==================== design 1
**Design 1: clock wires, drivers and flops**

Scale: 3 px per um.
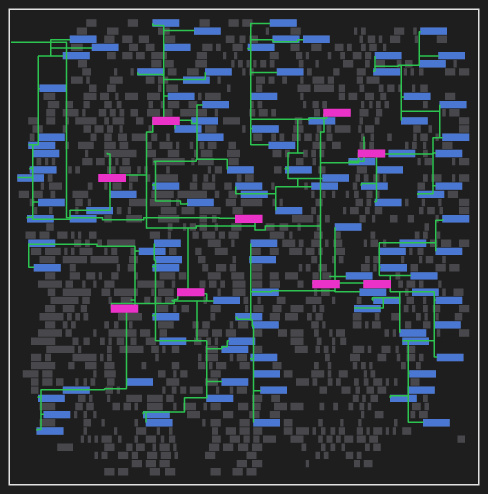

<file path="src/rtl/fp_seq_pkg.sv">
// Shared types and word-format constants for the tinyZuse floating-point sequencers.
package fp_seq_pkg;

    localparam int EXP_W   = 7;
    localparam int MANT_W  = 16;
    localparam int WORD_W  = 24;
    localparam int EXP_MAX = 63;
    localparam int EXP_MIN = -64;

    typedef enum logic [2:0] {
        S_IDLE,
        S_EXP,
        S_ALIGN,
        S_ADD,
        S_NORM,
        S_DONE
    } fp_state_t;

    typedef struct packed {
        logic              sign;
        logic [EXP_W-1:0]  exp;
        logic [MANT_W-1:0] mant;
    } fp_word_t;

    // A zero operand gets the smallest exponent so it always loses the magnitude compare.
    function automatic fp_word_t canon(input fp_word_t w);
        fp_word_t r;
        r = w;
        if (w.mant == '0) r.exp = EXP_MIN[EXP_W-1:0];
        return r;
    endfunction

endpackage

</file>
<file path="src/rtl/fp_addsub_seq_if.sv">
// Operand/result handshake between the instruction front end and a floating-point sequencer.
interface fp_addsub_seq_if;
    import fp_seq_pkg::*;

    logic              in_valid;
    logic              in_ready;
    logic              op;
    logic [WORD_W-1:0] opa;
    logic [WORD_W-1:0] opb;
    logic              out_valid;
    logic [WORD_W-1:0] result;
    logic              ovf;
    logic              unf;

    modport master (output in_valid, op, opa, opb,
                    input  in_ready, out_valid, result, ovf, unf);
    modport slave  (input  in_valid, op, opa, opb,
                    output in_ready, out_valid, result, ovf, unf);
endinterface

</file>
<file path="src/rtl/fp_addsub_seq_dp.sv">
// Shared datapath units: exponent adder, mantissa barrel shifter, mantissa adder.
module alu_a
    import fp_seq_pkg::*;
(
    input  logic [EXP_W-1:0] a_i,
    input  logic [EXP_W-1:0] b_i,
    output logic [EXP_W:0]   diff_o
);
    assign diff_o = {a_i[EXP_W-1], a_i} + ~{b_i[EXP_W-1], b_i} + {{EXP_W{1'b0}}, 1'b1};
endmodule

module bb_shifter
    import fp_seq_pkg::*;
(
    input  logic [MANT_W-1:0] din_i,
    input  logic [EXP_W:0]    shamt_i,
    output logic [MANT_W-1:0] dout_o
);
    localparam int SH_W = $clog2(MANT_W);

    assign dout_o = (shamt_i >= (EXP_W+1)'(MANT_W)) ? '0 : din_i >> shamt_i[SH_W-1:0];
endmodule

module alu_b
    import fp_seq_pkg::*;
(
    input  logic [MANT_W-1:0] a_i,
    input  logic [MANT_W-1:0] b_i,
    input  logic              sub_i,
    output logic [MANT_W:0]   sum_o
);
    // B is widened before inversion so a difference lands in 17 bits without a stray carry.
    assign sum_o = {1'b0, a_i} + (sub_i ? ~{1'b0, b_i} : {1'b0, b_i}) + {{MANT_W{1'b0}}, sub_i};
endmodule

</file>
<file path="src/rtl/fp_addsub_seq.sv">
// One floating-point add/subtract sequenced over alu_a, bb_shifter and alu_b: compare, align, add, normalize.
module fp_addsub_seq
    import fp_seq_pkg::*;
(
    input  logic           clk,
    input  logic           rst_n,
    fp_addsub_seq_if.slave bus
);
    localparam logic signed [EXP_W:0] WEXP_MAX = EXP_MAX[EXP_W:0];
    localparam logic signed [EXP_W:0] WEXP_MIN = EXP_MIN[EXP_W:0];
    localparam logic signed [EXP_W:0] WEXP_ONE = (EXP_W+1)'(1);

    fp_state_t                state_q, state_d;
    logic                     sa_q, sa_d, sb_q, sb_d;
    logic [EXP_W-1:0]         ea_q, ea_d, eb_q, eb_d;
    logic [MANT_W-1:0]        ma_q, ma_d, mb_q, mb_d;
    logic [EXP_W:0]           d_q, d_d;
    logic [MANT_W:0]          m_q, m_d;
    logic signed [EXP_W:0]    we_q, we_d;
    logic [WORD_W-1:0]        res_q, res_d;
    logic                     ovf_q, ovf_d, unf_q, unf_d;

    fp_word_t                 opa_w, opb_w;
    logic [EXP_W:0]           ediff;
    logic [MANT_W-1:0]        mb_sh;
    logic [MANT_W:0]          msum;
    logic signed [EXP_W:0]    we_inc, we_dec;
    logic                     swap;

    alu_a      u_alu_a (.a_i(ea_q), .b_i(eb_q), .diff_o(ediff));
    bb_shifter u_shift (.din_i(mb_q), .shamt_i(d_q), .dout_o(mb_sh));
    alu_b      u_alu_b (.a_i(ma_q), .b_i(mb_q), .sub_i(sa_q ^ sb_q), .sum_o(msum));

    assign opa_w  = canon(bus.opa);
    assign opb_w  = canon(bus.opb);
    // A stays the larger magnitude; equal magnitudes keep the original order.
    assign swap   = ediff[EXP_W] || ((ediff == '0) && (mb_q > ma_q));
    assign we_inc = we_q + WEXP_ONE;
    assign we_dec = we_q - WEXP_ONE;

    always_comb begin
        state_d = state_q;
        sa_d  = sa_q;  sb_d  = sb_q;
        ea_d  = ea_q;  eb_d  = eb_q;
        ma_d  = ma_q;  mb_d  = mb_q;
        d_d   = d_q;   m_d   = m_q;   we_d = we_q;
        res_d = res_q; ovf_d = ovf_q; unf_d = unf_q;
        unique case (state_q)
            S_IDLE: if (bus.in_valid) begin
                sa_d = opa_w.sign;           ea_d = opa_w.exp; ma_d = opa_w.mant;
                sb_d = opb_w.sign ^ bus.op;  eb_d = opb_w.exp; mb_d = opb_w.mant;
                state_d = S_EXP;
            end
            S_EXP: begin
                if (swap) begin
                    sa_d = sb_q; ea_d = eb_q; ma_d = mb_q;
                    sb_d = sa_q; eb_d = ea_q; mb_d = ma_q;
                end
                d_d = ediff[EXP_W] ? (~ediff + (EXP_W+1)'(1)) : ediff;
                state_d = S_ALIGN;
            end
            S_ALIGN: begin
                mb_d    = mb_sh;
                state_d = S_ADD;
            end
            S_ADD: begin
                m_d     = msum;
                we_d    = {ea_q[EXP_W-1], ea_q};
                state_d = S_NORM;
            end
            S_NORM: begin
                if (m_q == '0) begin
                    res_d = '0; ovf_d = 1'b0; unf_d = 1'b0;
                    state_d = S_DONE;
                end else if (m_q[MANT_W]) begin
                    unf_d = 1'b0;
                    if (we_inc > WEXP_MAX) begin
                        ovf_d = 1'b1;
                        res_d = {sa_q, EXP_MAX[EXP_W-1:0], {MANT_W{1'b1}}};
                    end else begin
                        ovf_d = 1'b0;
                        res_d = {sa_q, we_inc[EXP_W-1:0], m_q[MANT_W:1]};
                    end
                    state_d = S_DONE;
                end else if (m_q[MANT_W-1]) begin
                    res_d = {sa_q, we_q[EXP_W-1:0], m_q[MANT_W-1:0]};
                    ovf_d = 1'b0; unf_d = 1'b0;
                    state_d = S_DONE;
                end else if (we_dec < WEXP_MIN) begin
                    res_d = '0; ovf_d = 1'b0; unf_d = 1'b1;
                    state_d = S_DONE;
                end else begin
                    m_d  = {m_q[MANT_W-1:0], 1'b0};
                    we_d = we_dec;
                end
            end
            S_DONE:  state_d = S_IDLE;
            default: state_d = S_IDLE;
        endcase
    end

    always_ff @(posedge clk or negedge rst_n) begin
        if (!rst_n) begin
            state_q <= S_IDLE;
            sa_q  <= 1'b0; sb_q  <= 1'b0;
            ea_q  <= '0;   eb_q  <= '0;
            ma_q  <= '0;   mb_q  <= '0;
            d_q   <= '0;   m_q   <= '0;   we_q <= '0;
            res_q <= '0;   ovf_q <= 1'b0; unf_q <= 1'b0;
        end else begin
            state_q <= state_d;
            sa_q  <= sa_d;  sb_q  <= sb_d;
            ea_q  <= ea_d;  eb_q  <= eb_d;
            ma_q  <= ma_d;  mb_q  <= mb_d;
            d_q   <= d_d;   m_q   <= m_d;   we_q <= we_d;
            res_q <= res_d; ovf_q <= ovf_d; unf_q <= unf_d;
        end
    end

    assign bus.in_ready  = (state_q == S_IDLE);
    assign bus.out_valid = (state_q == S_DONE);
    assign bus.result    = res_q;
    assign bus.ovf       = ovf_q;
    assign bus.unf       = unf_q;

endmodule

</file>
<file path="src/flat_wrapper.sv">
// flat-port wrapper written by rule: the top's interface ports become plain ports
module fp_addsub_seq_flat import fp_seq_pkg::*;
  (clk, rst_n, bus_in_valid, bus_op, bus_opa, bus_opb, bus_in_ready, bus_out_valid, bus_result, bus_ovf, bus_unf);
  fp_addsub_seq_if bus_i ();
  input  logic clk;
  input  logic rst_n;
  input wire logic [$bits(bus_i.in_valid)-1:0] bus_in_valid;
  input wire logic [$bits(bus_i.op)-1:0] bus_op;
  input wire logic [$bits(bus_i.opa)-1:0] bus_opa;
  input wire logic [$bits(bus_i.opb)-1:0] bus_opb;
  output wire logic [$bits(bus_i.in_ready)-1:0] bus_in_ready;
  output wire logic [$bits(bus_i.out_valid)-1:0] bus_out_valid;
  output wire logic [$bits(bus_i.result)-1:0] bus_result;
  output wire logic [$bits(bus_i.ovf)-1:0] bus_ovf;
  output wire logic [$bits(bus_i.unf)-1:0] bus_unf;
  assign bus_i.in_valid = bus_in_valid;
  assign bus_i.op = bus_op;
  assign bus_i.opa = bus_opa;
  assign bus_i.opb = bus_opb;
  assign bus_in_ready = bus_i.in_ready;
  assign bus_out_valid = bus_i.out_valid;
  assign bus_result = bus_i.result;
  assign bus_ovf = bus_i.ovf;
  assign bus_unf = bus_i.unf;
  fp_addsub_seq u_core (.clk(clk), .rst_n(rst_n), .bus(bus_i));
endmodule
</file>
<file path="config.mk">
export PLATFORM = sky130hd
export DESIGN_NAME = fp_addsub_seq_flat
export DESIGN_NICKNAME = d
export VERILOG_FILES = /design/src/rtl/fp_seq_pkg.sv /design/src/rtl/fp_addsub_seq_if.sv /design/src/rtl/fp_addsub_seq_dp.sv /design/src/rtl/fp_addsub_seq.sv /design/src/flat_wrapper.sv
export SDC_FILE = /design/constraint.sdc
export NUM_CORES = 1
export LEC_CHECK = 0
export ABC_AREA = 0
export ABC_CLOCK_PERIOD_IN_PS = 3400
export CELL_PAD_IN_SITES_DETAIL_PLACEMENT = 1
export CELL_PAD_IN_SITES_GLOBAL_PLACEMENT = 2
export CORE_AREA = 2 2 154 156
export DETAILED_ROUTE_END_ITERATION = 8
export DIE_AREA = 0 0 156 158
export MAX_ROUTING_LAYER = met4
export PLACE_DENSITY_LB_ADDON = 0.1
export SYNTH_ARGS = -nofsm -noshare
export SYNTH_HDL_FRONTEND = slang
export SYNTH_HIERARCHICAL = 1
export SYNTH_SLANG_ARGS = --single-unit
</file>
<file path="constraint.sdc">
create_clock -name clk -period 3.4 [get_ports clk]
set_input_delay 0.68 -clock clk [delete_from_list [all_inputs] [get_ports clk]]
set_output_delay 0.68 -clock clk [all_outputs]
set_load 0.02 [all_outputs]
</file>
==================== design 2
$ cat config.mk
export PLATFORM = sky130hd
export DESIGN_NAME = fetch_unit
export DESIGN_NICKNAME = d
export VERILOG_FILES = /design/src/rtl/fetch_unit_pkg.sv /design/src/rtl/fetch_queue.sv /design/src/rtl/fetch_unit.sv
export SDC_FILE = /design/constraint.sdc
export NUM_CORES = 1
export LEC_CHECK = 0
export ABC_AREA = 1
export CAP_MARGIN = 20
export CORE_MARGIN = 8
export CORE_UTILIZATION = 45
export DETAILED_ROUTE_END_ITERATION = 8
export GPL_ROUTABILITY_DRIVEN = 0
export PLACE_DENSITY_LB_ADDON = 0.08
export SLEW_MARGIN = 20
export SYNTH_ARGS = -nofsm -noshare
export SYNTH_HDL_FRONTEND = slang
export SYNTH_HIERARCHICAL = 1
export SYNTH_SLANG_ARGS = --single-unit
$ cat constraint.sdc
create_clock -name clk -period 4.3 [get_ports clk]
set_input_delay 0.86 -clock clk [delete_from_list [all_inputs] [get_ports clk]]
set_output_delay 0.86 -clock clk [all_outputs]
set_load 0.1 [all_outputs]
$ cat src/rtl/fetch_unit_pkg.sv
// Shared constants for the nemesys fetch stage: instruction width, opcode
// field bounds, opcode codes and the fetch state encoding.
package fetch_unit_pkg;

  localparam int unsigned INST_W = 32;
  localparam int unsigned PC_W   = 32;

  // Opcode field sits in the top five bits of every instruction word
  localparam int unsigned OP_W   = 5;
  localparam int unsigned OP_MSB = INST_W - 1;
  localparam int unsigned OP_LSB = INST_W - OP_W;

  localparam logic [OP_W-1:0] OP_NOP  = 5'h00;
  localparam logic [OP_W-1:0] OP_MOV  = 5'h01;
  localparam logic [OP_W-1:0] OP_ADD  = 5'h02;
  localparam logic [OP_W-1:0] OP_SUB  = 5'h03;
  localparam logic [OP_W-1:0] OP_LD   = 5'h04;
  localparam logic [OP_W-1:0] OP_ST   = 5'h05;
  localparam logic [OP_W-1:0] OP_BR   = 5'h06;
  localparam logic [OP_W-1:0] OP_JMP  = 5'h07;
  localparam logic [OP_W-1:0] OP_HALT = 5'h1F;

  typedef enum logic [1:0] {
    FS_RUN       = 2'd0,
    FS_HALT_WAIT = 2'd1,
    FS_HALTED    = 2'd2
  } fetch_state_e;

endpackage

$ cat src/rtl/fetch_queue.sv
// DEPTH-entry FIFO of {pc, inst} pairs between fetch and decode.
// Ports: clk, rst_n (sync, active-low); push/push_pc/push_inst write the tail;
// pop advances the head; flush empties the queue and wins over push;
// head_valid/head_pc/head_inst present the oldest entry; count is occupancy.
module fetch_queue #(
  parameter int unsigned DEPTH = 2,
  parameter int unsigned WIDTH = 32
) (
  input  logic                     clk,
  input  logic                     rst_n,
  input  logic                     push,
  input  logic [31:0]              push_pc,
  input  logic [WIDTH-1:0]         push_inst,
  input  logic                     pop,
  input  logic                     flush,
  output logic                     head_valid,
  output logic [31:0]              head_pc,
  output logic [WIDTH-1:0]         head_inst,
  output logic [$clog2(DEPTH):0]   count
);

  localparam int unsigned PTR_W = $clog2(DEPTH);
  localparam int unsigned CNT_W = PTR_W + 1;

  logic [31:0]      mem_pc   [DEPTH];
  logic [WIDTH-1:0] mem_inst [DEPTH];
  logic [PTR_W-1:0] rptr;
  logic [PTR_W-1:0] wptr;

  // Storage is reset so the head reads as zero straight out of reset
  always_ff @(posedge clk) begin
    if (!rst_n) begin
      rptr  <= '0;
      wptr  <= '0;
      count <= '0;
      for (int i = 0; i < DEPTH; i++) begin
        mem_pc[i]   <= '0;
        mem_inst[i] <= '0;
      end
    end else if (flush) begin
      rptr  <= '0;
      wptr  <= '0;
      count <= '0;
    end else begin
      if (push) begin
        mem_pc[wptr]   <= push_pc;
        mem_inst[wptr] <= push_inst;
        wptr           <= PTR_W'(wptr + PTR_W'(1));
      end
      if (pop) begin
        rptr <= PTR_W'(rptr + PTR_W'(1));
      end
      case ({push, pop})
        2'b10:   count <= CNT_W'(count + CNT_W'(1));
        2'b01:   count <= CNT_W'(count - CNT_W'(1));
        default: count <= count;
      endcase
    end
  end

  // Head is a mux over flops only; no input feeds it combinationally
  assign head_valid = (count != '0);
  assign head_pc    = mem_pc[rptr];
  assign head_inst  = mem_inst[rptr];

endmodule

$ cat src/rtl/fetch_unit.sv
// Instruction fetch stage: owns the PC, reads the combinational instruction
// memory, queues {pc, inst} for the decoder and stops after fetching HALT.
// Ports: clk, rst_n (sync, active-low); pc/inst to instruction memory;
// redirect_valid/redirect_target from execute; dec_valid/dec_inst/dec_pc/
// dec_ready handshake to decode; halted is sticky until reset.
module fetch_unit
  import fetch_unit_pkg::*;
#(
  parameter int unsigned WIDTH    = INST_W,
  parameter int unsigned DEPTH    = 2,
  parameter logic [31:0] RESET_PC = 32'd0
) (
  input  logic             clk,
  input  logic             rst_n,
  output logic [31:0]      pc,
  input  logic [WIDTH-1:0] inst,
  input  logic             redirect_valid,
  input  logic [31:0]      redirect_target,
  output logic             dec_valid,
  output logic [WIDTH-1:0] dec_inst,
  output logic [31:0]      dec_pc,
  input  logic             dec_ready,
  output logic             halted
);

  localparam int unsigned CNT_W = $clog2(DEPTH) + 1;

  fetch_state_e     state;
  logic [CNT_W-1:0] count;
  logic             pop;
  logic             push;
  logic             flush;
  logic             fetched_halt;

  assign pop          = dec_valid && dec_ready;
  // A redirect blocks the push: the word at the old pc is on the wrong path
  assign push         = (state == FS_RUN) && !redirect_valid &&
                        ((count != CNT_W'(DEPTH)) || pop);
  assign flush        = redirect_valid && (state != FS_HALTED);
  assign fetched_halt = (inst[WIDTH-1 -: OP_W] == OP_HALT);

  fetch_queue #(
    .DEPTH (DEPTH),
    .WIDTH (WIDTH)
  ) u_queue (
    .clk        (clk),
    .rst_n      (rst_n),
    .push       (push),
    .push_pc    (pc),
    .push_inst  (inst),
    .pop        (pop),
    .flush      (flush),
    .head_valid (dec_valid),
    .head_pc    (dec_pc),
    .head_inst  (dec_inst),
    .count      (count)
  );

  // PC and fetch state machine; redirect takes priority over push and HALT
  always_ff @(posedge clk) begin
    if (!rst_n) begin
      pc     <= RESET_PC;
      state  <= FS_RUN;
      halted <= 1'b0;
    end else if (flush) begin
      pc    <= redirect_target;
      state <= FS_RUN;
    end else begin
      case (state)
        FS_RUN: begin
          if (push) begin
            if (fetched_halt) state <= FS_HALT_WAIT;
            else              pc    <= 32'(pc + 32'd1);
          end
        end
        FS_HALT_WAIT: begin
          // Nothing is pushed behind HALT, so it is the last entry left
          if (pop && (count == CNT_W'(1))) begin
            state  <= FS_HALTED;
            halted <= 1'b1;
          end
        end
        FS_HALTED: begin
          state <= FS_HALTED;
        end
        default: begin
          state <= FS_RUN;
        end
      endcase
    end
  end

endmodule


==> screenshots <==
Congestion heat map.
picture 1
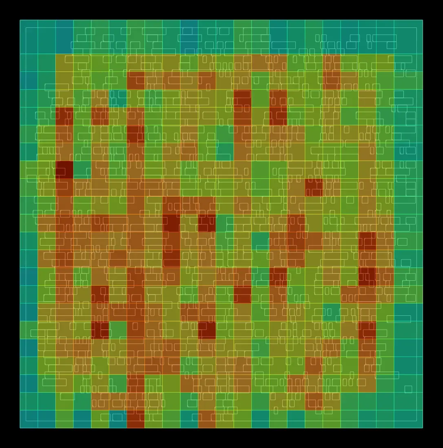
picture 2
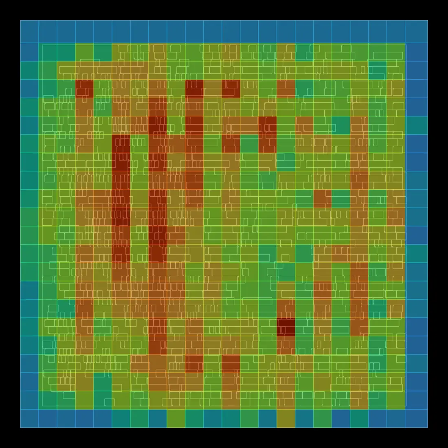
Design 1 is picture 1.
Design 2 is picture 2.
The one with the most wire per cell is picture 1.
The one with the highest track usage is picture 1.

**Design 1: wires at chosen ports, followed through buffers**

Scale: 3 px per um.
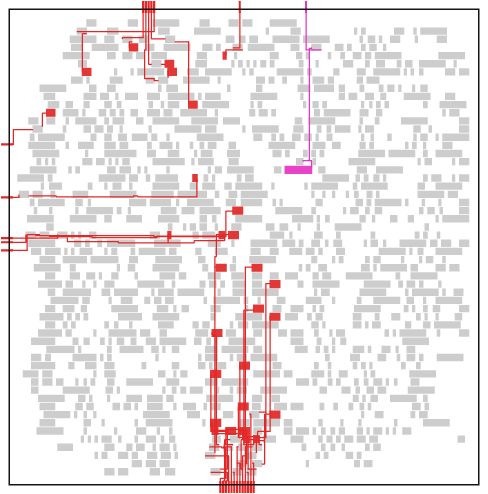
legend:
  `bus_unf`:
    colour: magenta
    bits: 1
    direction: output
    edge: top
    end_cells: 1
    buffers: 1
    wire: 61.5 um
  `bus_opa`:
    colour: red
    bits: 24
    direction: input
    edge: 13 bottom, 6 top, 5 left
    end_cells: 28
    buffers: 24
    wire: 1170 um
# IOs: 80
Port Buf Inserts: 79

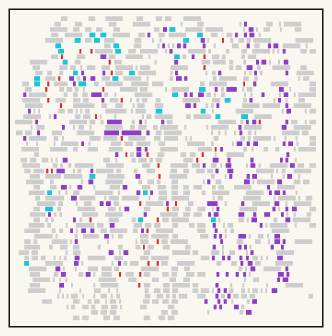
**Above:** design 1 (gate families picked out).
Scale: 2 px per um.
legend:
  inv cells:
    colour: red
    cells: 41
  aoi and oai cells:
    colour: purple
    cells: 204
    where: all over the die
  non-inverting ao/oa cells:
    colour: cyan
    cells: 33
combinational share of cell area: 0.528
Top cell excl fill/tap: nand2_1
Layout Cells excl Fill: 1276

About 'clock wires, drivers and flops' of design 1:
legend:
  clock wires:
    colour: green
    length: 1670 um
  flip-flops:
    colour: blue
    count: 110
  clock-net drivers:
    colour: magenta
    count: 9
flops lie: all over the die
clock skew: 0.00922 ns
worst skew pair latency: 0.36 ns

==> flow_summary.ini, design 1 <==
; synthesis and place-and-route metrics
[placement]
dp_hpwl_mm = 20.8
post-place-ws_ns = 0.103
placedCellCount = 1255

[final_layout]
antenna_cells = 0
fin_util = 0.434
finalNetCount = 1076

[detailed_routing]
met3RoutedLength_um = 762

[yosys]
simple_gate_share = 0.165
synthFlopType = dfrtp_1
most_common_cell = nand2_1
synthesis.nets = 1005
top_cell_area_share = 0.330

[critical_path]
worstPathCellList = inv_1 -> ha_2 -> inv_2 -> fa_1 -> inv_1 -> ha_2 -> or3b_4 -> or3_4 -> nor3_4 -> o41ai_4 -> a31oi_4 -> clkbuf_16 -> mux2_2
timing.rr.start = u_core/ea_q[0]
end_kind = flop
path_depth = 13

[outcome]
status = finished, final reports clean

[floorplan]
die_w_um = 156
fp_util = 0.362
num_rows = 56

[global_route]
met2_usage = 0.392
grtUsageTotal = 0.235

[clock_tree]
cts.reportedPaths.clkPinSlew_ns = 0.08
cts_hold_buf = 0
ctsResizeCount = 0

[final_timing]
slew_violations = 0
maxSlewHeadroom = 0.404
==> design 1: layout make-up <==
| class | count | area, um2 |
|---|---|---|
| Sequential cell | 110 | 2750 |
| Timing Repair Buffer | 113 | 1130 |
| Clock inverter | 6 | 93.8 |
| Tap cell | 290 | 363 |
| Multi-Input combinational cell | 706 | 5270 |
| Fill cell | 2638 | 13100 |
| Clock buffer | 10 | 229 |
| Inverter | 41 | 154 |
==> design 1: worst reg2reg max path, delay by kind of cell (launching register included) <==
| kind | cells | cell delay [ns] |
|---|---|---|
| muxes | 1 | 0.34 |
| DFF | 1 | 0.38 |
| buffers and inverters | 4 | 0.40 |
| and+or+nand+nor | 3 | 0.89 |
| AOI/OAI and AO/OA | 2 | 0.38 |
| adders and majority gates | 3 | 0.81 |
==> design 1: registers in the layout, indices dropped and copies added (netlist names) <==
signal / flops
u_core/ea_q: 7
u_core/bus.ovf: 1
u_core/bus.unf: 1
u_core/sa_q: 1
u_core/d_q: 8
u_core/ma_q: 16
u_core/m_q: 17
u_core/state_q: 3
u_core/we_q: 8
u_core/eb_q: 7
u_core/mb_q: 16
u_core/sb_q: 1
u_core/bus.result: 24
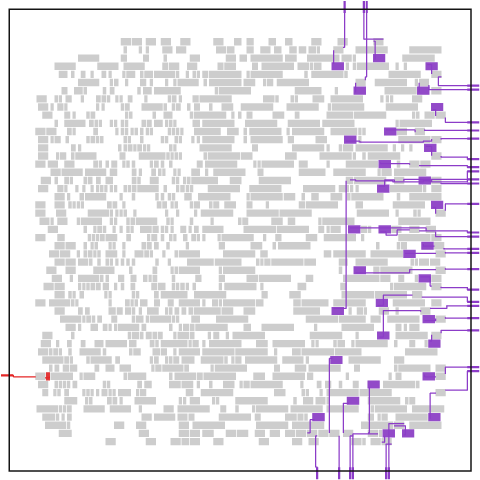
**Above:** design 2 (wires at chosen ports, followed through buffers).
Scale: 3 px per um.
legend:
  `dec_ready`:
    colour: red
    bits: 1
    direction: input
    edge: left
    end_cells: 1
    buffers: 1
    wire: 10.3 um
  `dec_inst`:
    colour: purple
    bits: 32
    direction: output
    edge: 23 right, 6 bottom, 3 top
    end_cells: 32
    buffers: 32
    wire: 814 um
Port Buf Inserts: 165
# IOs: 166

==> flow_summary.ini, design 2 <==
; synthesis and place-and-route metrics
[yosys]
ys_warn_count = 6
ys_types = 37
async_flop_share = 0
avgSynthCellArea_um2 = 9.44
edf_count = 128

[floorplan]
num_rows = 50
die_w_um = 153
core-area_um2 = 18600
fp.dieH_um = 153

[critical_path]
reg2reg_depth = 8
critPathBufInv = 2
worstPathCellList = buf_12 -> mux2_2 -> clkdlybuf4s50_1
r2r_end = u_queue/mem_inst[1][5]
path_max_fanout = 39

[final_layout]
buf_share = 0.154
largestRegisters = u_queue/mem_inst (64), u_queue/mem_pc (64), pc (32)
finalNetCount = 1131
nNonClkBuffers = 174
antenna_cells = 0
ff_latch_area_um2 = 4650
synthToLayoutAreaGrowth_pct = 27.7

[final_timing]
maxSlewHeadroom = 0.294
worst_slew_pin_slew_ns = 1.06
setup-tns-final_ns = 0

[detailed_routing]
vias = 6422
antenna_left = 0
avgViaCountPerCell = 4.92

[global_route]
grt_use_met1 = 0.235
grt_pass1_wl_mm = 34.1
met2_usage = 0.296
grtUsageTotal = 0.182

[outcome]
status = finished, final reports clean

[run]
openroad.warnings = 28

[placement]
placed_cell_area_um2 = 10300

[clock_tree]
htree_levels = 4

[worst_hold_path]
hp-class = flop to flop
design 2: routing by layer:
layer / part of all wire / vias to the layer above
met4: 0.014 / 0
met3: 0.055 / 21
met2: 0.47 / 177
li1: - / 3233
met1: 0.46 / 2991
met5: 0 / -
design 2: stage by stage:
| stage | hold WS (ns) | util |
|---|---|---|
| floorplan | 0.457 | - |
| global placement | 0.456 | 0.550 |
| detailed placement | 0.457 | 0.550 |
| CTS | 0.483 | 0.582 |
| global route | 0.513 | 0.582 |
| finish | 0.472 | 0.582 |
design 2: kinds of logic after synthesis:
kind of cell,share of synthesized area
multiplexers,0.0849
flip-flops,0.547
AND-OR/OR-AND,0.0331
XOR/XNOR,0.00206
adder cells (fa/ha/maj),0.00737
AND/OR/NAND/NOR,0.250
buffers and inverters,0.0757


==> notes/layouts.md <==
Pictures saved along the way, in no particular order.

Wiring heat map.
shot_01.png
Scale: 2 px per um. The die is cut into 31 by 32 equal tiles; white is low, dark blue is high, scaled to the fullest tile. Values are wire area over tile area, all layers added.
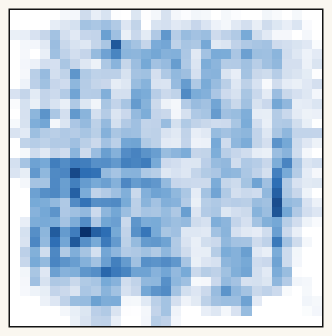
shot_02.png
Scale: 2 px per um. The die is cut into 31 by 31 equal tiles; white is low, dark blue is high, scaled to the fullest tile. Values are wire area over tile area, all layers added.
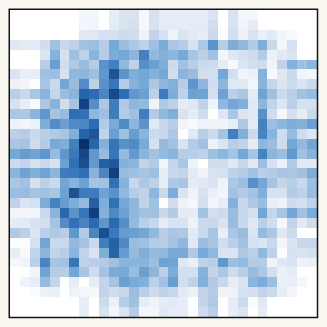
| picture | from |
|---|---|
| shot_01.png | design 1 |
| shot_02.png | design 2 |

